=== block 1 ===
### Signal metal coverage by tile, block 1

The die is cut into 22 by 22 equal tiles; dark purple is low, yellow is high, scaled to the fullest tile. Values are wire area over tile area, all layers added.
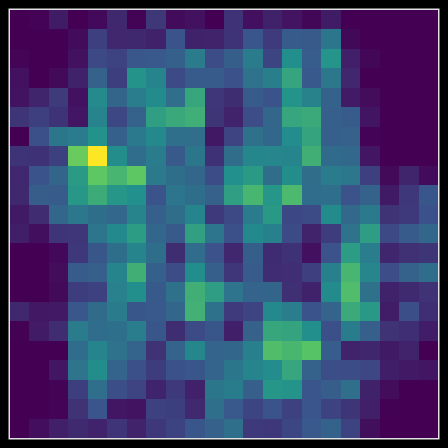

`src/rtl/fpga_main_pkg.sv`:
```
// Shared types and constants for the fpga_main "hello" demo: FSM states,
// screen geometry and the active-low seven-segment glyphs.
package fpga_main_pkg;

  localparam int SCREEN_W = 160;
  localparam int SCREEN_H = 120;
  localparam int X_W      = $clog2(SCREEN_W);
  localparam int Y_W      = $clog2(SCREEN_H);

  typedef enum logic [1:0] {
    ST_IDLE  = 2'd0,
    ST_DRAW  = 2'd1,
    ST_CLEAR = 2'd2
  } state_t;

  // Letter glyphs for the "HELLO" banner; dp (bit 7) is always off.
  localparam logic [7:0] GLYPH_H     = 8'h89;
  localparam logic [7:0] GLYPH_E     = 8'h86;
  localparam logic [7:0] GLYPH_L     = 8'hC7;
  localparam logic [7:0] GLYPH_O     = 8'hC0;
  localparam logic [7:0] GLYPH_BLANK = 8'hFF;

  localparam logic [7:0] HEX_GLYPH [16] = '{
    8'hC0, 8'hF9, 8'hA4, 8'hB0, 8'h99, 8'h92, 8'h82, 8'hF8,
    8'h80, 8'h90, 8'h88, 8'h83, 8'hC6, 8'hA1, 8'h86, 8'h8E
  };

endpackage

```
`src/rtl/fpga_main_seg7_hex_decoder.sv`:
```
// Combinational nibble -> active-low seven-segment glyph lookup.
// The caller registers the result.
module seg7_hex_decoder
  import fpga_main_pkg::*;
(
  input  logic [3:0] i_nibble,
  output logic [7:0] o_glyph
);

  assign o_glyph = HEX_GLYPH[i_nibble];

endmodule

```
`src/rtl/fpga_main.sv`:
```
// Board-level "hello" demo: HELLO / switch / draw-counter on the HEX digits,
// switches mirrored on LEDs with a heartbeat on LED[9], and a VGA plotter
// that fills a box on KEY[1] and clears the screen on KEY[2].
// Optional build macro FAKE_FPGA_TEST_PATTERN_EN: box colour becomes
// x[2:0]^y[2:0] per pixel instead of the SW[2:0] value latched at draw start.
module fpga_main
  import fpga_main_pkg::*;
#(
  parameter int BOX_X0 = 40,
  parameter int BOX_Y0 = 30,
  parameter int BOX_W  = 80,
  parameter int BOX_H  = 60,
  parameter int HB_DIV = 25000000
) (
  input  logic        CLOCK_50,
  input  logic [3:0]  KEY,
  input  logic [9:0]  SW,
  output logic [9:0]  LED,
  output logic [47:0] HEX,
  output logic [7:0]  x,
  output logic [6:0]  y,
  output logic [2:0]  colour,
  output logic        plot,
  output logic        vga_resetn
);

  localparam int HB_W = $clog2(HB_DIV);
  localparam logic [X_W-1:0] X_FIRST = X_W'(BOX_X0);
  localparam logic [X_W-1:0] X_LAST  = X_W'(BOX_X0 + BOX_W - 1);
  localparam logic [Y_W-1:0] Y_FIRST = Y_W'(BOX_Y0);
  localparam logic [Y_W-1:0] Y_LAST  = Y_W'(BOX_Y0 + BOX_H - 1);

  logic w_rst;
  logic w_unused;
  assign w_rst    = KEY[0];
  assign w_unused = KEY[3];

  state_t          r_state, w_state_next;
  logic            r_key1_q, r_key2_q;
  logic            w_draw_rise, w_clr_rise;
  logic [X_W-1:0]  r_px, r_x;
  logic [Y_W-1:0]  r_py, r_y;
  logic [2:0]      r_colour, w_pix_colour;
  logic            r_plot, r_vga_resetn;
  logic [7:0]      r_draw_cnt;
  logic            w_pix_last, w_plot_next, w_vga_resetn_next;
  logic            w_draw_start, w_draw_done;
  logic [8:0]      r_led_sw;
  logic            r_led9;
  logic [HB_W-1:0] r_hb_cnt;
  logic [47:0]     r_hex, w_hex_next;
  logic [7:0]      w_g0, w_g1, w_g2, w_g3;

  assign w_draw_rise = KEY[1] & ~r_key1_q;
  assign w_clr_rise  = KEY[2] & ~r_key2_q;
  assign w_pix_last  = (r_px == X_LAST) && (r_py == Y_LAST);

`ifdef FAKE_FPGA_TEST_PATTERN_EN
  assign w_pix_colour = r_px[2:0] ^ r_py[2:0];
`else
  logic [2:0] r_draw_colour;
  assign w_pix_colour = r_draw_colour;
`endif

  // State register and key edge-detect history.
  always_ff @(posedge CLOCK_50) begin
    // NOTE: clocked state uses <= so every register samples pre-edge values.
    if (w_rst) begin
      r_state  <= ST_IDLE;
      r_key1_q <= 1'b0;
      r_key2_q <= 1'b0;
    end else begin
      r_state  <= w_state_next;
      r_key1_q <= KEY[1];
      r_key2_q <= KEY[2];
    end
  end

  // Next-state and next-output decode; a clear request overrides everything.
  always_comb begin
    // NOTE: defaults first so no path leaves a signal unassigned (no latch).
    w_state_next      = r_state;
    w_plot_next       = 1'b0;
    w_vga_resetn_next = ~w_clr_rise;
    w_draw_start      = 1'b0;
    w_draw_done       = 1'b0;
    unique case (r_state)
      ST_IDLE: begin
        if (w_draw_rise) begin
          w_state_next = ST_DRAW;
          w_draw_start = 1'b1;
        end
      end
      ST_DRAW: begin
        w_plot_next = 1'b1;
        if (w_pix_last) begin
          w_state_next = ST_IDLE;
          w_draw_done  = 1'b1;
        end
      end
      ST_CLEAR: w_state_next = ST_IDLE;
      default:  w_state_next = ST_IDLE;
    endcase
    if (w_clr_rise) begin
      w_state_next = ST_CLEAR;
      w_plot_next  = 1'b0;
      w_draw_start = 1'b0;
      w_draw_done  = 1'b0;
    end
  end

  // Raster walker and registered pixel port; x/y/colour hold while idle.
  always_ff @(posedge CLOCK_50) begin
    if (w_rst) begin
      r_px         <= '0;
      r_py         <= '0;
      r_x          <= '0;
      r_y          <= '0;
      r_colour     <= '0;
      r_plot       <= 1'b0;
      r_vga_resetn <= 1'b1;
      r_draw_cnt   <= '0;
`ifndef FAKE_FPGA_TEST_PATTERN_EN
      r_draw_colour <= '0;
`endif
    end else begin
      r_plot       <= w_plot_next;
      r_vga_resetn <= w_vga_resetn_next;
      if (w_draw_start) begin
        r_px <= X_FIRST;
        r_py <= Y_FIRST;
`ifndef FAKE_FPGA_TEST_PATTERN_EN
        r_draw_colour <= SW[2:0];
`endif
      end
      if (w_plot_next) begin
        r_x      <= r_px;
        r_y      <= r_py;
        r_colour <= w_pix_colour;
        if (r_px == X_LAST) begin
          r_px <= X_FIRST;
          r_py <= r_py + Y_W'(1);
        end else begin
          r_px <= r_px + X_W'(1);
        end
      end
      if (w_draw_done) r_draw_cnt <= r_draw_cnt + 8'd1;
    end
  end

  seg7_hex_decoder u_hex0 (.i_nibble(SW[3:0]),          .o_glyph(w_g0));
  seg7_hex_decoder u_hex1 (.i_nibble(SW[7:4]),          .o_glyph(w_g1));
  seg7_hex_decoder u_hex2 (.i_nibble(r_draw_cnt[3:0]),  .o_glyph(w_g2));
  seg7_hex_decoder u_hex3 (.i_nibble(r_draw_cnt[7:4]),  .o_glyph(w_g3));

  // Select HELLO banner or switch/counter hex view.
  always_comb begin
    w_hex_next = {GLYPH_H, GLYPH_E, GLYPH_L, GLYPH_L, GLYPH_O, GLYPH_BLANK};
    if (SW[9]) w_hex_next = {GLYPH_BLANK, GLYPH_BLANK, w_g3, w_g2, w_g1, w_g0};
  end

  // LED mirror, heartbeat divider and HEX output register.
  always_ff @(posedge CLOCK_50) begin
    if (w_rst) begin
      r_led_sw <= '0;
      r_led9   <= 1'b0;
      r_hb_cnt <= '0;
      r_hex    <= {6{GLYPH_BLANK}};
    end else begin
      r_led_sw <= SW[8:0];
      r_hex    <= w_hex_next;
      if (r_hb_cnt == HB_W'(HB_DIV - 1)) begin
        r_hb_cnt <= '0;
        r_led9   <= ~r_led9;
      end else begin
        r_hb_cnt <= r_hb_cnt + HB_W'(1);
      end
    end
  end

  assign LED        = {r_led9, r_led_sw};
  assign HEX        = r_hex;
  assign x          = r_x;
  assign y          = r_y;
  assign colour     = r_colour;
  assign plot       = r_plot;
  assign vga_resetn = r_vga_resetn;

endmodule

```
`config.mk`:
```
export PLATFORM = sky130hd
export DESIGN_NAME = fpga_main
export DESIGN_NICKNAME = d
export VERILOG_FILES = /design/src/rtl/fpga_main_pkg.sv /design/src/rtl/fpga_main_seg7_hex_decoder.sv /design/src/rtl/fpga_main.sv
export SDC_FILE = /design/constraint.sdc
export NUM_CORES = 1
export LEC_CHECK = 0
export CAP_MARGIN = 20
export CORE_MARGIN = 2
export CORE_UTILIZATION = 48
export DETAILED_ROUTE_END_ITERATION = 12
export PLACE_DENSITY = 0.74
export SLEW_MARGIN = 10
export SYNTH_ARGS = -nofsm -noshare
export SYNTH_HDL_FRONTEND = slang
export SYNTH_HIERARCHICAL = 1
export SYNTH_SLANG_ARGS = --single-unit
```
`constraint.sdc`:
```
create_clock -name CLOCK_50 -period 1.87 [get_ports CLOCK_50]
set_input_delay 0.2805 -clock CLOCK_50 [delete_from_list [all_inputs] [get_ports CLOCK_50]]
set_output_delay 0.2805 -clock CLOCK_50 [all_outputs]
set_load 0.01 [all_outputs]
```
=== block 2 ===
**src/rtl/wb_gpio_port_if.sv**
```systemverilog
// Wishbone classic bus bundle between the SoC interconnect (master) and wb_gpio_port (slave).
interface wb_gpio_port_if #(
    parameter int ADDR_WIDTH = 5
);
    logic [ADDR_WIDTH-1:0] wb_adr_i;
    logic [31:0]           wb_dat_i;
    logic [3:0]            wb_sel_i;
    logic                  wb_we_i;
    logic                  wb_cyc_i;
    logic                  wb_stb_i;
    logic [31:0]           wb_dat_o;
    logic                  wb_ack_o;

    modport master (
        output wb_adr_i, wb_dat_i, wb_sel_i, wb_we_i, wb_cyc_i, wb_stb_i,
        input  wb_dat_o, wb_ack_o
    );

    modport slave (
        input  wb_adr_i, wb_dat_i, wb_sel_i, wb_we_i, wb_cyc_i, wb_stb_i,
        output wb_dat_o, wb_ack_o
    );
endinterface

```
**src/rtl/wb_gpio_port.sv**
```systemverilog
// Wishbone classic GPIO controller: OUT/DIR/IN registers, synchronised inputs.
// Define GPIO_IRQ_EN to add IRQ_MASK, IRQ_STAT (W1C), EDGE and the registered irq_o.
module wb_gpio_port #(
    parameter int WIDTH      = 8,
    parameter int ADDR_WIDTH = 5
) (
    input  logic             wb_clk_i,
    input  logic             wb_rst_n_i,
    wb_gpio_port_if.slave    wb,
    input  logic [WIDTH-1:0] gpio_i,
    output logic [WIDTH-1:0] gpio_o,
    output logic [WIDTH-1:0] gpio_oe_o,
    output logic             irq_o
);
    localparam logic [ADDR_WIDTH-3:0] IDX_OUT = (ADDR_WIDTH-2)'(0);
    localparam logic [ADDR_WIDTH-3:0] IDX_DIR = (ADDR_WIDTH-2)'(1);
    localparam logic [ADDR_WIDTH-3:0] IDX_IN  = (ADDR_WIDTH-2)'(2);

    logic                  r_ack;
    logic [31:0]           r_dat;
    logic [WIDTH-1:0]      r_out;
    logic [WIDTH-1:0]      r_dir;
    logic [WIDTH-1:0]      r_sync1;
    logic [WIDTH-1:0]      r_sync2;

    logic [ADDR_WIDTH-3:0] w_idx;
    logic                  w_xfer;
    logic                  w_wr;
    logic [31:0]           w_lane;
    logic [WIDTH-1:0]      w_wmask;
    logic [WIDTH-1:0]      w_wdat;
    logic [31:0]           w_rdata;
    logic                  w_unused_bits;

    // Handshake: a strobe is accepted when cyc&stb are high and ack is low; ack is then
    // high for exactly one cycle, so a held strobe is acked every other cycle. Writes commit
    // and read data is captured on the same edge that raises ack.
    assign w_idx   = wb.wb_adr_i[ADDR_WIDTH-1:2];
    assign w_xfer  = wb.wb_cyc_i & wb.wb_stb_i & ~r_ack;
    assign w_wr    = w_xfer & wb.wb_we_i;
    assign w_lane  = {{8{wb.wb_sel_i[3]}}, {8{wb.wb_sel_i[2]}},
                      {8{wb.wb_sel_i[1]}}, {8{wb.wb_sel_i[0]}}};
    assign w_wmask = w_lane[WIDTH-1:0];
    assign w_wdat  = wb.wb_dat_i[WIDTH-1:0];

    assign w_unused_bits = ^{wb.wb_dat_i, wb.wb_adr_i[1:0], w_lane};

`ifdef GPIO_IRQ_EN
    localparam logic [ADDR_WIDTH-3:0] IDX_MASK = (ADDR_WIDTH-2)'(3);
    localparam logic [ADDR_WIDTH-3:0] IDX_STAT = (ADDR_WIDTH-2)'(4);
    localparam logic [ADDR_WIDTH-3:0] IDX_EDGE = (ADDR_WIDTH-2)'(5);

    logic [WIDTH-1:0] r_hist;
    logic [WIDTH-1:0] r_mask;
    logic [WIDTH-1:0] r_stat;
    logic [WIDTH-1:0] r_edge;
    logic             r_irq;
    logic [WIDTH-1:0] w_evt;
    logic [WIDTH-1:0] w_clr;

    // Events come only from sync2 vs history, so rewriting EDGE on a quiet pin sets nothing.
    assign w_evt = (r_edge & r_sync2 & ~r_hist) | (~r_edge & ~r_sync2 & r_hist);
    assign w_clr = (w_wr && (w_idx == IDX_STAT)) ? (w_wdat & w_wmask) : '0;

    always_ff @(posedge wb_clk_i or negedge wb_rst_n_i) begin
        if (!wb_rst_n_i) begin
            r_hist <= '0;
            r_mask <= '0;
            r_stat <= '0;
            r_edge <= '0;
            r_irq  <= 1'b0;
        end else begin
            r_hist <= r_sync2;
            r_stat <= (r_stat & ~w_clr) | w_evt;
            r_irq  <= |(r_stat & r_mask);
            if (w_wr && (w_idx == IDX_MASK)) r_mask <= (r_mask & ~w_wmask) | (w_wdat & w_wmask);
            if (w_wr && (w_idx == IDX_EDGE)) r_edge <= (r_edge & ~w_wmask) | (w_wdat & w_wmask);
        end
    end

    assign irq_o = r_irq;
`else
    assign irq_o = 1'b0;
`endif

    always_comb begin
        w_rdata = 32'd0;
        case (w_idx)
            IDX_OUT:  w_rdata = 32'(r_out);
            IDX_DIR:  w_rdata = 32'(r_dir);
            IDX_IN:   w_rdata = 32'(r_sync2);
`ifdef GPIO_IRQ_EN
            IDX_MASK: w_rdata = 32'(r_mask);
            IDX_STAT: w_rdata = 32'(r_stat);
            IDX_EDGE: w_rdata = 32'(r_edge);
`endif
            default:  w_rdata = 32'd0;
        endcase
    end

    always_ff @(posedge wb_clk_i or negedge wb_rst_n_i) begin
        if (!wb_rst_n_i) begin
            r_ack   <= 1'b0;
            r_dat   <= 32'd0;
            r_out   <= '0;
            r_dir   <= '0;
            r_sync1 <= '0;
            r_sync2 <= '0;
        end else begin
            r_ack   <= wb.wb_cyc_i & wb.wb_stb_i & ~r_ack;
            r_dat   <= (w_xfer && !wb.wb_we_i) ? w_rdata : 32'd0;
            r_sync1 <= gpio_i;
            r_sync2 <= r_sync1;
            if (w_wr && (w_idx == IDX_OUT)) r_out <= (r_out & ~w_wmask) | (w_wdat & w_wmask);
            if (w_wr && (w_idx == IDX_DIR)) r_dir <= (r_dir & ~w_wmask) | (w_wdat & w_wmask);
        end
    end

    assign wb.wb_ack_o = r_ack;
    assign wb.wb_dat_o = r_dat;
    assign gpio_o      = r_out;
    assign gpio_oe_o   = r_dir;
endmodule

```
**src/flat_wrapper.sv**
```systemverilog
// flat-port wrapper written by rule: the top's interface ports become plain ports
module wb_gpio_port_flat 
#(
    parameter int WIDTH      = 8,
    parameter int ADDR_WIDTH = 5
)
  (wb_clk_i, wb_rst_n_i, gpio_i, gpio_o, gpio_oe_o, irq_o, wb_wb_adr_i, wb_wb_dat_i, wb_wb_sel_i, wb_wb_we_i, wb_wb_cyc_i, wb_wb_stb_i, wb_wb_dat_o, wb_wb_ack_o);
  wb_gpio_port_if #(.ADDR_WIDTH(ADDR_WIDTH)) wb_i ();
  input  logic wb_clk_i;
  input  logic wb_rst_n_i;
  input  logic [WIDTH-1:0] gpio_i;
  output logic [WIDTH-1:0] gpio_o;
  output logic [WIDTH-1:0] gpio_oe_o;
  output logic irq_o;
  input wire logic [$bits(wb_i.wb_adr_i)-1:0] wb_wb_adr_i;
  input wire logic [$bits(wb_i.wb_dat_i)-1:0] wb_wb_dat_i;
  input wire logic [$bits(wb_i.wb_sel_i)-1:0] wb_wb_sel_i;
  input wire logic [$bits(wb_i.wb_we_i)-1:0] wb_wb_we_i;
  input wire logic [$bits(wb_i.wb_cyc_i)-1:0] wb_wb_cyc_i;
  input wire logic [$bits(wb_i.wb_stb_i)-1:0] wb_wb_stb_i;
  output wire logic [$bits(wb_i.wb_dat_o)-1:0] wb_wb_dat_o;
  output wire logic [$bits(wb_i.wb_ack_o)-1:0] wb_wb_ack_o;
  assign wb_i.wb_adr_i = wb_wb_adr_i;
  assign wb_i.wb_dat_i = wb_wb_dat_i;
  assign wb_i.wb_sel_i = wb_wb_sel_i;
  assign wb_i.wb_we_i = wb_wb_we_i;
  assign wb_i.wb_cyc_i = wb_wb_cyc_i;
  assign wb_i.wb_stb_i = wb_wb_stb_i;
  assign wb_wb_dat_o = wb_i.wb_dat_o;
  assign wb_wb_ack_o = wb_i.wb_ack_o;
  wb_gpio_port #(.WIDTH(WIDTH), .ADDR_WIDTH(ADDR_WIDTH)) u_core (.wb_clk_i(wb_clk_i), .wb_rst_n_i(wb_rst_n_i), .wb(wb_i), .gpio_i(gpio_i), .gpio_o(gpio_o), .gpio_oe_o(gpio_oe_o), .irq_o(irq_o));
endmodule
```
**config.mk**
```make
export PLATFORM = sky130hd
export DESIGN_NAME = wb_gpio_port_flat
export DESIGN_NICKNAME = d
export VERILOG_FILES = /design/src/rtl/wb_gpio_port_if.sv /design/src/rtl/wb_gpio_port.sv /design/src/flat_wrapper.sv
export SDC_FILE = /design/constraint.sdc
export NUM_CORES = 1
export LEC_CHECK = 0
export ABC_AREA = 0
export CAP_MARGIN = 20
export CORE_MARGIN = 2
export CORE_UTILIZATION = 37
export DETAILED_ROUTE_END_ITERATION = 12
export PLACE_DENSITY = 0.86
export SLEW_MARGIN = 15
export SYNTH_ARGS = -nofsm -noshare
export SYNTH_HDL_FRONTEND = slang
export SYNTH_SLANG_ARGS = --single-unit
```
**constraint.sdc**
```tcl
create_clock -name wb_clk_i -period 1.7 [get_ports wb_clk_i]
set_input_delay 0.34 -clock wb_clk_i [delete_from_list [all_inputs] [get_ports wb_clk_i]]
set_output_delay 0.34 -clock wb_clk_i [all_outputs]
set_load 0.02 [all_outputs]
```
=== block 3 ===
==> config.mk <==
export PLATFORM = sky130hd
export DESIGN_NAME = fetch_ctrl
export DESIGN_NICKNAME = d
export VERILOG_FILES = /design/src/rtl/fetch_ctrl_pkg.sv /design/src/rtl/fetch_ctrl.sv
export SDC_FILE = /design/constraint.sdc
export NUM_CORES = 1
export LEC_CHECK = 0
export CORE_AREA = 5 5 106 108
export CTS_CLUSTER_SIZE = 40
export DETAILED_ROUTE_END_ITERATION = 6
export DIE_AREA = 0 0 111 113
export GPL_TIMING_DRIVEN = 0
export PLACE_DENSITY_LB_ADDON = 0.05
export SETUP_SLACK_MARGIN = 0.2
export SLEW_MARGIN = 20
export SYNTH_ARGS = -nofsm -noshare
export SYNTH_HDL_FRONTEND = slang
export SYNTH_SLANG_ARGS = --single-unit
==> constraint.sdc <==
create_clock -name clk -period 2.4 [get_ports clk]
set_input_delay 0.72 -clock clk [delete_from_list [all_inputs] [get_ports clk]]
set_output_delay 0.72 -clock clk [all_outputs]
set_load 0.05 [all_outputs]
==> src/rtl/fetch_ctrl_pkg.sv <==
// Shared fetch-controller types and defaults: FSM state codes and the boot PC.
package fetch_ctrl_pkg;

    localparam int unsigned FETCH_ADDR_W     = 32;
    localparam logic [31:0] FETCH_RESET_PC   = 32'h0000_3000;

    typedef enum logic [1:0] {
        FETCH_BOOT  = 2'd0,
        FETCH_ISSUE = 2'd1,
        FETCH_WAIT  = 2'd2,
        FETCH_DROP  = 2'd3
    } fetch_state_t;

endpackage

==> src/rtl/fetch_ctrl.sv <==
// Architectural PC owner: issues one-outstanding imem fetches, fills the IF/ID
// slot under decode backpressure and applies npc-unit redirects.
module fetch_ctrl
    import fetch_ctrl_pkg::*;
#(
    parameter logic [31:0] RESET_PC = FETCH_RESET_PC,
    parameter int unsigned ADDR_W   = FETCH_ADDR_W
) (
    input  logic              clk,
    input  logic              rst_n,
    input  logic              stall,
    input  logic              redir_valid,
    input  logic [ADDR_W-1:0] redir_pc,
    output logic              imem_req,
    output logic [ADDR_W-1:0] imem_addr,
    input  logic              imem_ready,
    input  logic [31:0]       imem_rdata,
    output logic              if_valid,
    output logic [ADDR_W-1:0] if_pc,
    output logic [31:0]       if_instr
);

    fetch_state_t      state;
    logic [ADDR_W-1:0] pc;
    logic              accept;

    assign imem_addr = pc;

    // Request is held until completion in WAIT/DROP; ISSUE holds off only on a full, stalled slot.
    always_comb begin
        imem_req = 1'b0;
        accept   = 1'b0;
        case (state)
            FETCH_BOOT:  imem_req = 1'b0;
            FETCH_ISSUE: imem_req = !(if_valid && stall);
            FETCH_WAIT:  imem_req = 1'b1;
            FETCH_DROP:  imem_req = 1'b1;
            default:     imem_req = 1'b0;
        endcase
        accept = imem_req && imem_ready && !redir_valid &&
                 ((state == FETCH_ISSUE) || (state == FETCH_WAIT));
    end

    always_ff @(posedge clk or negedge rst_n) begin
        if (!rst_n) begin
            state    <= FETCH_BOOT;
            pc       <= ADDR_W'(RESET_PC);
            if_valid <= 1'b0;
            if_pc    <= '0;
            if_instr <= '0;
        end else if (redir_valid) begin
            // Flush the slot; an uncompleted outstanding request must be waited out in DROP.
            pc       <= redir_pc & ~ADDR_W'(3);
            if_valid <= 1'b0;
            if (((state == FETCH_WAIT) || (state == FETCH_DROP)) && !imem_ready) begin
                state <= FETCH_DROP;
            end else begin
                state <= FETCH_ISSUE;
            end
        end else if (accept) begin
            if_pc    <= pc;
            if_instr <= imem_rdata;
            if_valid <= 1'b1;
            pc       <= pc + ADDR_W'(4);
            state    <= FETCH_ISSUE;
        end else begin
            if (if_valid && !stall) begin
                if_valid <= 1'b0;
            end
            case (state)
                FETCH_BOOT:  state <= FETCH_ISSUE;
                FETCH_ISSUE: if (imem_req) state <= FETCH_WAIT;
                FETCH_WAIT:  state <= FETCH_WAIT;
                FETCH_DROP:  if (imem_ready) state <= FETCH_ISSUE;
                default:     state <= FETCH_BOOT;
            endcase
        end
    end

endmodule


==> screenshots <==
Clock wiring as the flow saved it.
Plate I
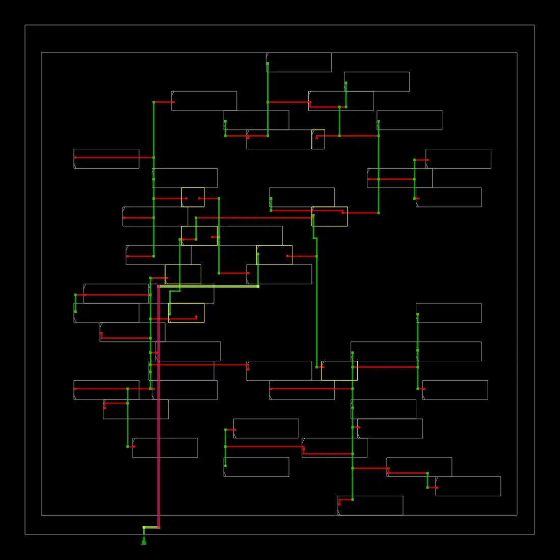
Plate II
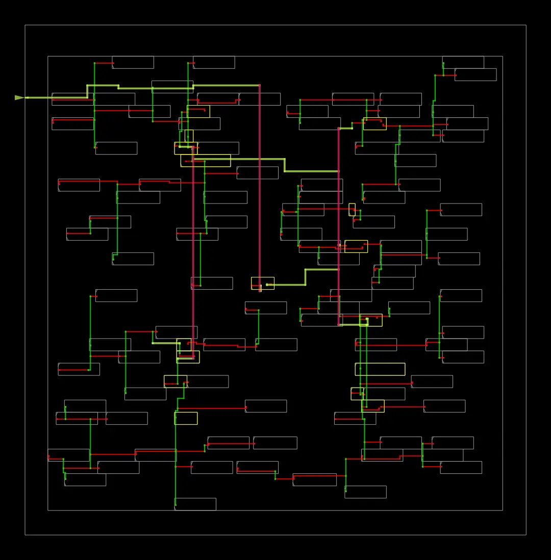
Plate III
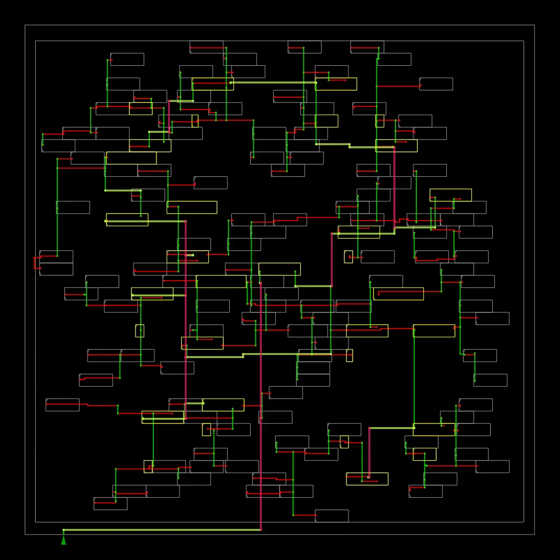
block 2: Plate I
block 1: Plate III
block 3: Plate II
Of these, fewest clock buffers: Plate I
Of these, fewest sequential cells: Plate I

### Cell area per tile, block 1

The bar under the picture is 20 um long. The die is cut into 11 by 11 equal tiles; dark purple is low, yellow is high, 0 to 100% covered.
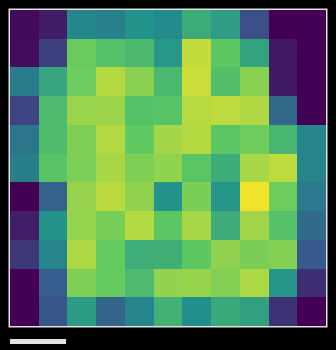
mean over tiles: 58%
fullest tile: 98%
emptiest ninth of the die: top right
nearly empty tiles: 7.4%
densest ninth of the die: middle
tiles over 75% full: 38%
Std-Cell Core Area: 11400 um^2
Pre-Place Util: 49.3%
Final Util: 65.3%

Notes on 'Signal metal coverage by tile' of block 1 above:
fullest tile: 0.62
nearly empty tiles: 15%
emptiest ninth of the die: top right
densest ninth of the die: middle
via count: 4648
wire length per cell: 14.0 um

==> flow_metrics.tcl, block 1 <==
# yosys + openroad results
set metrics [dict create \
    die_area_um2 12600 \
    hp-start "KEY[0]" \
    reg2reg_from "r_hb_cnt[4]$_SDFF_PP0_" \
    top_layer "met4" \
    cts_sinks 118 \
    num_antenna_cells 0 \
    ys_sh_adder_pct 7.33 \
    logic_gates 439 \
    use_met3_pct 5.40 \
    final.min_clock_period_ns 1.83 \
    wl_mm 12.5 \
    synthTopCellsByCount "dfxtp_1, nor2_1, nand2_1" \
    synth_top_area_share_pct 42.0 \
    ys_cells 630 \
    synthCells 630 \
    h-tree-depth 4 \
    ys_ff 118 \
    area_leaders "dfxtp_1, ha_1, nor2_1" \
    overflow 0 \
    grt_max_degree 23 \
    setup_ws_ns 0.0358 \
    synthArstFlopShare_pct 0 \
    track_usage_pct 20.1 \
    die_h_um 112 \
    ctsHoldBuffers 0 \
    use_met2_pct 35.6 \
    holdPathEnd "r_draw_colour[0]$_SDFFE_PP0P_" \
    dp_hpwl_mm 8.41 \
    p_sw_uw 1410 \
    comb_share_pct 39.3 \
    drv_slew 0 \
    r2r_slack_ns 0.04 \
    signal_buffers 137 \
    logic_area_um2 2930 \
    hold_depth 2 \
    insertion_delay_ns 0.42 \
    outcome "complete, no violations" \
]
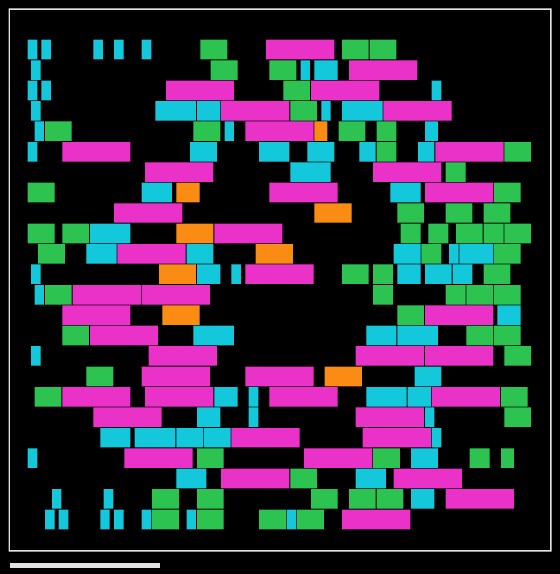
*Placed cells, one colour a class, block 2*
The bar under the picture is 20 um long.
| colour | class | cells | share of their area |
|---|---|---|---|
| green | other buffers and delay cells | 60 | 25% |
| cyan | all other logic | 73 | 24% |
| magenta | flip-flops | 41 | 46% |
| orange | clock drivers and dummy loads | 8 | 4.3% |
Seq/total area: 44.6%
Final Util: 52.5%
cell row count: 24
Std-Cell Core Area: 4380 um^2

==> flow_metrics.tcl, block 2 <==
# yosys + openroad results
set metrics [dict create \
    logic_area_um2 544 \
    power_frac_clock_pct 30.2 \
    flops 41 \
    timing.fmax_mhz 610 \
    outcome "complete, no violations" \
    power_uw 2160 \
    maxPowerGroup "sequential cells" \
    fillers 399 \
    lay_top_count "clkdlybuf4s50_1" \
    aoi_share_pct 4.33 \
    tightest_slew_ns 0.513 \
    post-route-drc-count 0 \
    worst-path-buf-inv 1 \
    finalNonFillerCells 234 \
    vdd_drop_max_mv 0.512 \
    arrival_ns 1.30 \
]
### Signal metal coverage by tile, block 3

The die is cut into 22 by 23 equal tiles; dark purple is low, yellow is high, scaled to the fullest tile. Values are wire area over tile area, all layers added.
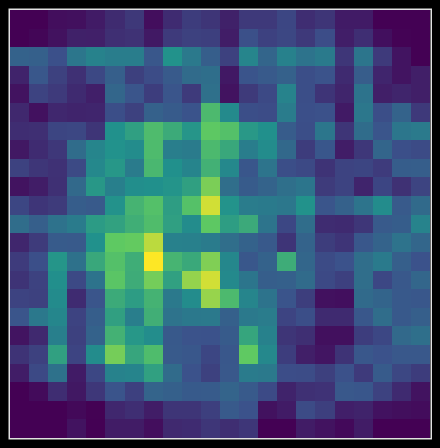
tiles over half the peak: 14%
densest ninth of the die: middle
mean over tiles: 0.19
emptiest ninth of the die: bottom right
via count: 4372
drt total wl: 14.4 mm

### Cell area per tile, block 3

The bar under the picture is 20 um long. The die is cut into 11 by 11 equal tiles; dark purple is low, yellow is high, 0 to 100% covered.
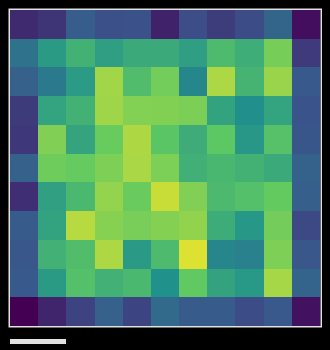
nearly empty tiles: 0.80%
mean over tiles: 54%
tiles over 75% full: 27%
densest ninth of the die: middle
fullest tile: 95%

==> flow_metrics.tcl, block 3 <==
# yosys + openroad results
set metrics [dict create \
    wl_per_cell_um 17.1 \
    setup_viol 0 \
    outcome "complete, no violations" \
    synth_top_flop_cell "dfrtp_1" \
    seq_power_uw 2590 \
    logic_gates 375 \
    finalNonFillerCells 843 \
    clkbuf_count 11 \
    max_stage_delay_ns 0.45 \
    use_met2_pct 36.1 \
    num_antenna_cells 0 \
    period_used_pct 97.8 \
    pwr-share-comb_pct 56.9 \
    postRouteAntennaNets 0 \
    grt_setup_unrepaired "true" \
    edf_count 0 \
    synth_top_area_share_pct 51.9 \
    track_usage_pct 22.2 \
    clk_pin_slew_ns 0.09 \
]

=== block 4 ===
### Cell area per tile, block 4

The bar under the picture is 50 um long. The die is cut into 13 by 13 equal tiles; dark purple is low, yellow is high, 0 to 100% covered.
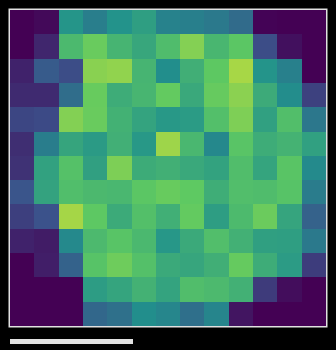

<file path="config.mk">
export PLATFORM = sky130hd
export DESIGN_NAME = lrsc_reservation_monitor
export DESIGN_NICKNAME = d
export VERILOG_FILES = /design/src/rtl/lrsc_reservation_monitor.sv
export SDC_FILE = /design/constraint.sdc
export NUM_CORES = 1
export LEC_CHECK = 0
export CAP_MARGIN = 15
export CELL_PAD_IN_SITES_DETAIL_PLACEMENT = 0
export CELL_PAD_IN_SITES_GLOBAL_PLACEMENT = 1
export CORE_MARGIN = 2
export CORE_UTILIZATION = 42
export CTS_BUF_LIST = sky130_fd_sc_hd__clkbuf_2 sky130_fd_sc_hd__clkbuf_4 sky130_fd_sc_hd__clkbuf_8
export DETAILED_ROUTE_END_ITERATION = 6
export GPL_ROUTABILITY_DRIVEN = 0
export MAX_ROUTING_LAYER = met4
export PLACE_DENSITY = 0.91
export SYNTH_ARGS = -nofsm -noshare
export SYNTH_HDL_FRONTEND = slang
export SYNTH_SLANG_ARGS = --single-unit
</file>
<file path="constraint.sdc">
create_clock -name clk -period 5.2 [get_ports clk]
set_input_delay 1.04 -clock clk [delete_from_list [all_inputs] [get_ports clk]]
set_output_delay 1.04 -clock clk [all_outputs]
set_load 0.03 [all_outputs]
</file>
<file path="src/rtl/lrsc_reservation_monitor.sv">
// LR/SC reservation monitor: one reservation per hart, SC grant/fail, 1-entry response stage.
// Optional reservation lifetime counters are built when LRSC_TIMEOUT_EN is defined.
module lrsc_reservation_monitor #(
   parameter int unsigned NHARTS         = 2,
   parameter int unsigned PA_BITS        = 56,
   parameter int unsigned XLEN           = 64,
   parameter int unsigned TIMEOUT_CYCLES = 64,
   localparam int unsigned HART_BITS     = (NHARTS > 1) ? $clog2(NHARTS) : 1
) (
   input  logic                 clk,
   input  logic                 reset,
   input  logic                 ReqValid,
   output logic                 ReqReady,
   input  logic [HART_BITS-1:0] ReqHart,
   input  logic [1:0]           ReqOp,
   input  logic [PA_BITS-1:0]   ReqPAdr,
   input  logic                 SnoopWrValid,
   input  logic [PA_BITS-1:0]   SnoopPAdr,
   output logic                 RspValid,
   input  logic                 RspReady,
   output logic [HART_BITS-1:0] RspHart,
   output logic [1:0]           RspOp,
   output logic                 RspSCFail,
   output logic [NHARTS-1:0]    ResValidOut
);

   localparam int unsigned GRAN_LSB = $clog2(XLEN / 8);
   localparam int unsigned GW       = PA_BITS - GRAN_LSB;

   localparam logic [1:0] OpRead  = 2'b00;
   localparam logic [1:0] OpWrite = 2'b01;
   localparam logic [1:0] OpLr    = 2'b10;
   localparam logic [1:0] OpSc    = 2'b11;

   logic [NHARTS-1:0]    resVQ, resVD;
   logic [GW-1:0]        resAQ [NHARTS];
   logic [GW-1:0]        resAD [NHARTS];
   logic [NHARTS-1:0]    isHart;
   logic [GW-1:0]        reqGran, snoopGran;
   logic                 accept, hartOk, scOk, rspFailD;

   logic                 rspValidQ;
   logic [HART_BITS-1:0] rspHartQ;
   logic [1:0]           rspOpQ;
   logic                 rspSCFailQ;

   logic                 unusedLowBits;

`ifdef LRSC_TIMEOUT_EN
   localparam int unsigned CNT_W = $clog2(TIMEOUT_CYCLES + 1);
   logic [CNT_W-1:0] cntQ [NHARTS];
   logic [CNT_W-1:0] cntD [NHARTS];
`else
   logic unusedTimeout;
   assign unusedTimeout = ^TIMEOUT_CYCLES;
`endif

   assign unusedLowBits = ^{ReqPAdr[GRAN_LSB-1:0], SnoopPAdr[GRAN_LSB-1:0]};

   assign reqGran   = ReqPAdr[PA_BITS-1:GRAN_LSB];
   assign snoopGran = SnoopPAdr[PA_BITS-1:GRAN_LSB];
   assign ReqReady  = ~rspValidQ | RspReady;
   assign accept    = ReqValid & ReqReady;

   always_comb begin
      resVD  = resVQ;
      resAD  = resAQ;
      isHart = '0;
      scOk   = 1'b0;
      for (int j = 0; j < NHARTS; j++) begin
         isHart[j] = (ReqHart == HART_BITS'(j));
      end
      hartOk = |isHart;

      // Snoop clears first, so a same-cycle SC to that granule sees no reservation.
      for (int j = 0; j < NHARTS; j++) begin
         if (SnoopWrValid && (resAQ[j] == snoopGran)) resVD[j] = 1'b0;
      end
      for (int j = 0; j < NHARTS; j++) begin
         if (isHart[j]) scOk = resVD[j] && (resAQ[j] == reqGran);
      end

      if (accept) begin
         case (ReqOp)
            OpWrite: begin
               for (int j = 0; j < NHARTS; j++) begin
                  if (hartOk && !isHart[j] && (resAQ[j] == reqGran)) resVD[j] = 1'b0;
               end
            end
            OpLr: begin
               for (int j = 0; j < NHARTS; j++) begin
                  if (isHart[j]) begin
                     resVD[j] = 1'b1;
                     resAD[j] = reqGran;
                  end
               end
            end
            OpSc: begin
               for (int j = 0; j < NHARTS; j++) begin
                  if (isHart[j]) resVD[j] = 1'b0;
                  else if (scOk && (resAQ[j] == reqGran)) resVD[j] = 1'b0;
               end
            end
            default: ;
         endcase
      end
      rspFailD = (ReqOp == OpSc) && !scOk;

`ifdef LRSC_TIMEOUT_EN
      // Expiry is applied last, so an SC in the final live cycle still succeeds.
      for (int j = 0; j < NHARTS; j++) begin
         cntD[j] = cntQ[j];
         if (accept && (ReqOp == OpLr) && isHart[j]) begin
            cntD[j] = CNT_W'(TIMEOUT_CYCLES);
         end else if (resVQ[j]) begin
            if (cntQ[j] <= CNT_W'(1)) begin
               cntD[j]  = '0;
               resVD[j] = 1'b0;
            end else begin
               cntD[j] = cntQ[j] - CNT_W'(1);
            end
         end
      end
`endif
   end

   always_ff @(posedge clk) begin
      if (!reset) begin
         resVQ      <= '0;
         for (int j = 0; j < NHARTS; j++) resAQ[j] <= '0;
         rspValidQ  <= 1'b0;
         rspHartQ   <= '0;
         rspOpQ     <= '0;
         rspSCFailQ <= 1'b0;
      end else begin
         resVQ <= resVD;
         resAQ <= resAD;
         if (accept) begin
            rspValidQ  <= 1'b1;
            rspHartQ   <= ReqHart;
            rspOpQ     <= ReqOp;
            rspSCFailQ <= rspFailD;
         end else if (RspReady) begin
            rspValidQ  <= 1'b0;
         end
      end
   end

`ifdef LRSC_TIMEOUT_EN
   always_ff @(posedge clk) begin
      if (!reset) begin
         for (int j = 0; j < NHARTS; j++) cntQ[j] <= '0;
      end else begin
         cntQ <= cntD;
      end
   end
`endif

   assign RspValid    = rspValidQ;
   assign RspHart     = rspHartQ;
   assign RspOp       = rspOpQ;
   assign RspSCFail   = rspSCFailQ;
   assign ResValidOut = resVQ;

endmodule

</file>
=== block 5 ===
## src/rtl/rand_req_collector.sv

```systemverilog
// Round-robin front end for the TRNG rand_req/rand_byte port: grants one of N_CH
// requesters, assembles the returned byte stream into a word, and reports done or error.
package rand_req_pkg;
  typedef enum logic [2:0] {
    RNG_NONE  = 3'd0,
    RDRAND_16 = 3'd1,
    RDRAND_32 = 3'd2,
    RDRAND_64 = 3'd3,
    RDSEED_16 = 3'd4,
    RDSEED_32 = 3'd5,
    RDSEED_64 = 3'd6
  } rand_req_t;
endpackage

module rand_req_collector
  import rand_req_pkg::*;
#(
  parameter int N_CH       = 4,
  parameter int MAX_BYTES  = 8,
  parameter int TIMEOUT    = 1024,
  parameter int GAP_CYCLES = 1,
  parameter int LEN_W      = $clog2(MAX_BYTES + 1)
) (
  input  logic                       ic_clk,
  input  logic                       rst_n,
  input  logic [N_CH-1:0]            ch_req,
  input  rand_req_t [N_CH-1:0]       ch_type,
  input  logic [N_CH-1:0][LEN_W-1:0] ch_len,
  output logic [N_CH-1:0]            ch_grant,
  output logic [N_CH-1:0]            ch_done,
  output logic [N_CH-1:0]            ch_err,
  output logic [8*MAX_BYTES-1:0]     ch_data,
  output logic                       rand_req,
  output rand_req_t                  rand_req_type,
  input  logic [7:0]                 rand_byte,
  input  logic                       rand_valid,
  output logic                       busy
);

  localparam int IDX_W = (N_CH > 1) ? $clog2(N_CH) : 1;
  localparam int TMR_W = $clog2(TIMEOUT + 1);
  localparam int GAP_W = (GAP_CYCLES > 1) ? $clog2(GAP_CYCLES) : 1;
  localparam int DW    = 8 * MAX_BYTES;

  typedef enum logic [1:0] {S_IDLE, S_REQ, S_GAP} state_t;

  state_t            r_state;
  logic [IDX_W-1:0]  r_ptr;
  logic [IDX_W-1:0]  r_idx;
  rand_req_t         r_type;
  logic [LEN_W-1:0]  r_len;
  logic              r_bad;
  logic [LEN_W-1:0]  r_cnt;
  logic [TMR_W-1:0]  r_timer;
  logic [GAP_W-1:0]  r_gap;
  logic [DW-1:0]     r_buf;
  logic [DW-1:0]     r_data;
  logic [N_CH-1:0]   r_grant;
  logic [N_CH-1:0]   r_done;
  logic [N_CH-1:0]   r_err;
  logic              r_rand_req;

  logic              w_found;
  logic [IDX_W-1:0]  w_win;
  logic [IDX_W-1:0]  w_cand;
  logic [IDX_W-1:0]  w_ptr_next;
  logic [LEN_W-1:0]  w_len;
  logic              w_len_bad;
  logic [N_CH-1:0]   w_win_oh;
  logic [N_CH-1:0]   w_idx_oh;
  logic [LEN_W-1:0]  w_cnt_inc;
  logic [DW-1:0]     w_buf_next;
  logic [DW-1:0]     w_mask;

  // First requester at or after the pointer, wrapping around.
  always_comb begin
    w_found = 1'b0;
    w_win   = '0;
    w_cand  = '0;
    for (int k = 0; k < N_CH; k++) begin
      w_cand = IDX_W'((int'(r_ptr) + k) % N_CH);
      if (!w_found && ch_req[w_cand]) begin
        w_found = 1'b1;
        w_win   = w_cand;
      end
    end
  end

  assign w_ptr_next = IDX_W'((int'(w_win) + 1) % N_CH);
  assign w_len      = ch_len[w_win];
  assign w_len_bad  = (w_len == '0) || (int'(w_len) > MAX_BYTES);
  assign w_win_oh   = N_CH'(1) << w_win;
  assign w_idx_oh   = N_CH'(1) << r_idx;
  assign w_cnt_inc  = r_cnt + LEN_W'(1);

  // Byte lanes: insert the incoming byte, and mask lanes beyond the requested length.
  for (genvar gi = 0; gi < MAX_BYTES; gi++) begin : g_lane
    assign w_buf_next[8*gi +: 8] = (r_cnt == LEN_W'(gi)) ? rand_byte : r_buf[8*gi +: 8];
    assign w_mask[8*gi +: 8]     = (LEN_W'(gi) < r_len) ? 8'hFF : 8'h00;
  end

  always_ff @(posedge ic_clk or negedge rst_n) begin
    if (!rst_n) begin
      r_state    <= S_IDLE;
      r_ptr      <= '0;
      r_idx      <= '0;
      r_type     <= RNG_NONE;
      r_len      <= '0;
      r_bad      <= 1'b0;
      r_cnt      <= '0;
      r_timer    <= '0;
      r_gap      <= '0;
      r_buf      <= '0;
      r_data     <= '0;
      r_grant    <= '0;
      r_done     <= '0;
      r_err      <= '0;
      r_rand_req <= 1'b0;
    end else begin
      r_grant <= '0;
      r_done  <= '0;
      r_err   <= '0;
      case (r_state)
        S_IDLE: begin
          if (w_found) begin
            r_idx   <= w_win;
            r_type  <= ch_type[w_win];
            r_len   <= w_len;
            r_bad   <= w_len_bad;
            r_ptr   <= w_ptr_next;
            r_grant <= w_win_oh;
            r_cnt   <= '0;
            r_timer <= '0;
            r_gap   <= '0;
            r_state <= w_len_bad ? S_GAP : S_REQ;
          end
        end
        S_REQ: begin
          // The first REQ cycle only raises rand_req, so it lags the grant by one cycle.
          if (!r_rand_req) begin
            r_rand_req <= 1'b1;
          end else if (rand_valid) begin
            r_buf   <= w_buf_next;
            r_cnt   <= w_cnt_inc;
            r_timer <= '0;
            if (w_cnt_inc == r_len) begin
              r_rand_req <= 1'b0;
              r_data     <= w_buf_next & w_mask;
              r_done     <= w_idx_oh;
              r_state    <= S_GAP;
            end
          end else if (r_timer == TMR_W'(TIMEOUT - 1)) begin
            r_rand_req <= 1'b0;
            r_err      <= w_idx_oh;
            r_state    <= S_GAP;
          end else begin
            r_timer <= r_timer + 1'b1;
          end
        end
        S_GAP: begin
          r_cnt   <= '0;
          r_timer <= '0;
          r_bad   <= 1'b0;
          if (r_bad) r_err <= w_idx_oh;
          if (r_gap == GAP_W'(GAP_CYCLES - 1)) begin
            r_gap   <= '0;
            r_state <= S_IDLE;
          end else begin
            r_gap <= r_gap + 1'b1;
          end
        end
        default: r_state <= S_IDLE;
      endcase
    end
  end

  assign ch_grant      = r_grant;
  assign ch_done       = r_done;
  assign ch_err        = r_err;
  assign ch_data       = r_data;
  assign rand_req      = r_rand_req;
  assign rand_req_type = r_type;
  assign busy          = (r_state != S_IDLE);

endmodule

```

## config.mk

```make
export PLATFORM = sky130hd
export DESIGN_NAME = rand_req_collector
export DESIGN_NICKNAME = d
export VERILOG_FILES = /design/src/rtl/rand_req_collector.sv
export SDC_FILE = /design/constraint.sdc
export NUM_CORES = 1
export LEC_CHECK = 0
export CORE_ASPECT_RATIO = 0.6
export CORE_MARGIN = 2
export CORE_UTILIZATION = 55
export CTS_CLUSTER_SIZE = 10
export DETAILED_ROUTE_END_ITERATION = 6
export PLACE_DENSITY = 0.92
export SETUP_SLACK_MARGIN = 0.1
export SYNTH_ARGS = -nofsm -noshare
export SYNTH_HDL_FRONTEND = slang
export SYNTH_SLANG_ARGS = --single-unit
```

## constraint.sdc

```tcl
create_clock -name ic_clk -period 4.8 [get_ports ic_clk]
set_input_delay 0.96 -clock ic_clk [delete_from_list [all_inputs] [get_ports ic_clk]]
set_output_delay 0.96 -clock ic_clk [all_outputs]
set_load 0.01 [all_outputs]
```

### Clock wiring as the flow saved it, block 4

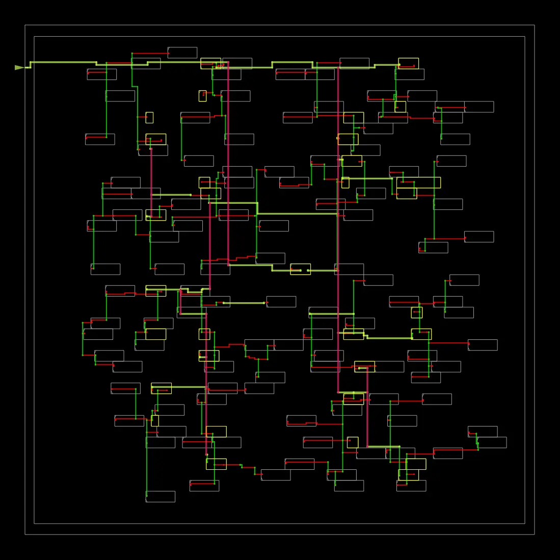
clk latency late pin: 0.47 ns
Power Clock: 829 uW

### Register map, names as in the netlist, block 4

The bar under the picture is 50 um long. Other sequential cells in the stronger grey, the rest of the logic in the fainter grey.
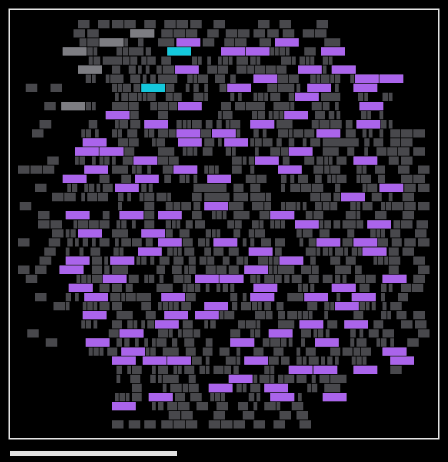
| colour | signal | sequential cells |
|---|---|---|
| purple | `resAQ` | 106 |
| cyan | `ResValidOut` | 2 |
not coloured: 5

About 'Cell area per tile' of block 4:
emptiest ninth of the die: bottom left
fullest tile: 87%
mean over tiles: 49%
nearly empty tiles: 11%

==> flow_metrics.tcl, block 4 <==
# yosys + openroad results
set metrics [dict create \
    antenna_found_initial 1 \
    cts_setup_buffers 0 \
    ys_cells 812 \
    power_uw 2100 \
    pwr-share-comb_pct 17.3 \
    grt_max_degree 72 \
    largest_register_ffs 106 \
    synth_top_area_share_pct 35.0 \
    power_frac_clock_pct 39.6 \
    r2r_cells 6 \
    seq_share_pct 27.6 \
    startpoint_type "input pin" \
    lay_top_count "nand2_1" \
    tightest_slew_ns 0.821 \
    synth_top_flop_cell "dfxtp_1" \
    maxPowerGroup "sequential cells" \
    wl_mm 22.2 \
    clkbuf_count 27 \
    clock_cell_area_share_pct 4.76 \
    wl_met3_mm 1.92 \
    register_area_um2 2260 \
    outcome "complete, no violations" \
    crit_family "buffers and inverters" \
    r2r_end "ResValidOut[0]$_SDFF_PN0_" \
    fp.dieW_um 128 \
    grtUsageMet1_pct 36.6 \
    p_per_area_nw_per_um2 256 \
    cp_slowest_cell "clkdlybuf4s50_1" \
    cellLeakagePower_uw 0.00268 \
    grt_pass1_vias 5885 \
    area_delta_synth_final_pct 26.9 \
    signal_buffers 128 \
]
### Clock wiring as the flow saved it, block 5

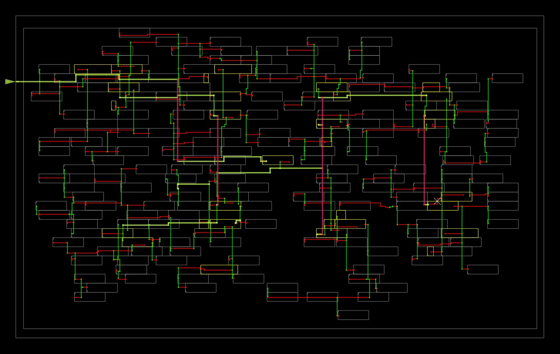
Clock buffer cells: 21
clk latency late pin: 0.42 ns
CTS sink cnt: 170
Power Clock: 1460 uW
Seq cells: 170

### Register map, names as in the netlist, block 5

The bar under the picture is 50 um long. Other sequential cells in the stronger grey, the rest of the logic in the fainter grey.
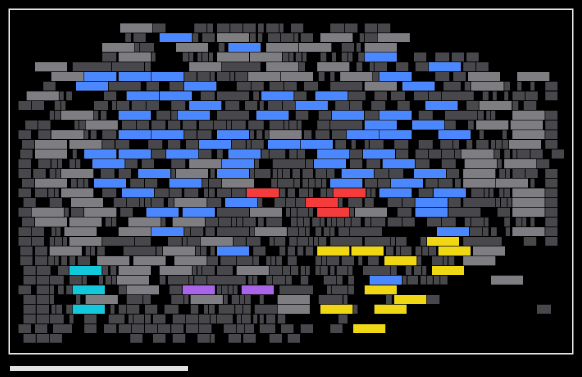
| colour | signal | sequential cells |
|---|---|---|
| blue | `r_buf` | 64 |
| yellow | `r_timer` | 11 |
| red | `r_cnt` | 4 |
| purple | `r_ptr` | 2 |
| cyan | `rand_req_type` | 3 |
area taken by flip-flops and latches: 4250 um^2
Seq. pwr: 1790 uW
Seq/total area: 43.4%
Final Util: 71.2%

==> flow_metrics.tcl, block 5 <==
# yosys + openroad results
set metrics [dict create \
    setup_viol 0 \
    period_used_pct 65.5 \
    signal_buffers 125 \
    clk_pin_slew_ns 0.06 \
    tightest_slew_ns 1.15 \
    vdd_drop_max_mv 0.257 \
    crit_required_ns 5.08 \
    hp-start "ch_data[21]$_DFFE_PN0P_" \
    violations "design-rule violations" \
    outcome "finished, violations left" \
    area_delta_synth_final_pct 25.8 \
    most_common_cell "dfrtp_1" \
    overflow 0 \
    use_met2_pct 39.9 \
    comb_share_pct 34.5 \
    pg_comb_uw 1070 \
    antenna_found_initial 0 \
    design_area_um2 9790 \
    rows 33 \
    ys_sh_mux_pct 19.4 \
    setup-tns-final_ns 0 \
    bufAreaShareNonClock_pct 12.9 \
    dpl_cell_area_um2 9170 \
    post-route-drc-count 2 \
    edf_count 0 \
    path_max_fanout 45 \
    grt_setup_unrepaired "false" \
]


==> screenshots <==
Routed metal, one colour a layer.
Two of the layers only.
image #1
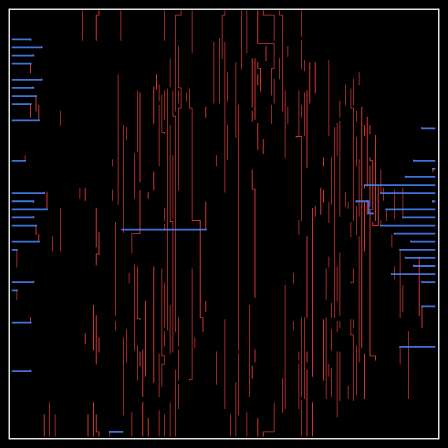
image #2
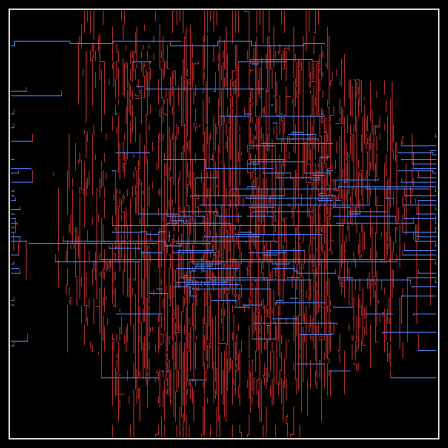
image #3
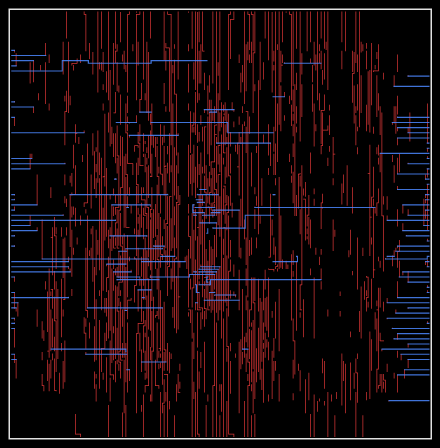
image #4
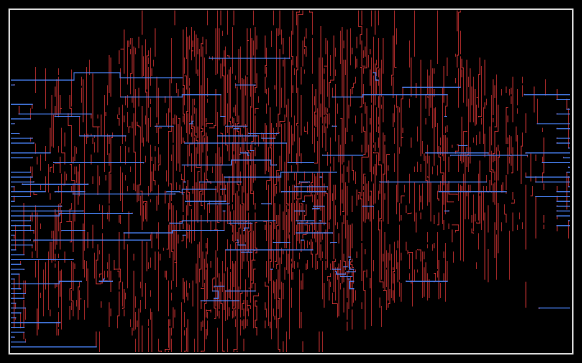
image #5
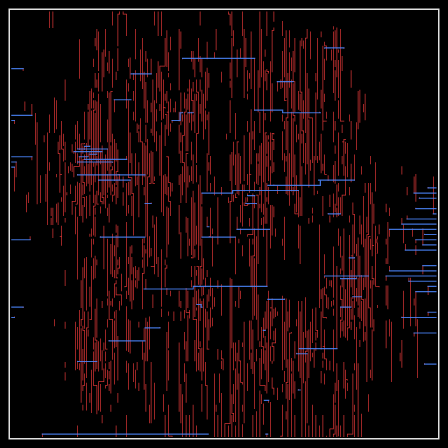
image #2 -> block 4
image #1 -> block 2
image #4 -> block 5
image #3 -> block 3
image #5 -> block 1
Of these, most wire: image #2
Of these, least wire: image #1

Key to image #4:
| colour | layer | wire length |
|---|---|---|
| blue | met3 | 1250 um |
| red | met2 | 8450 um |

Power is estimated from default activity; no workload was simulated.
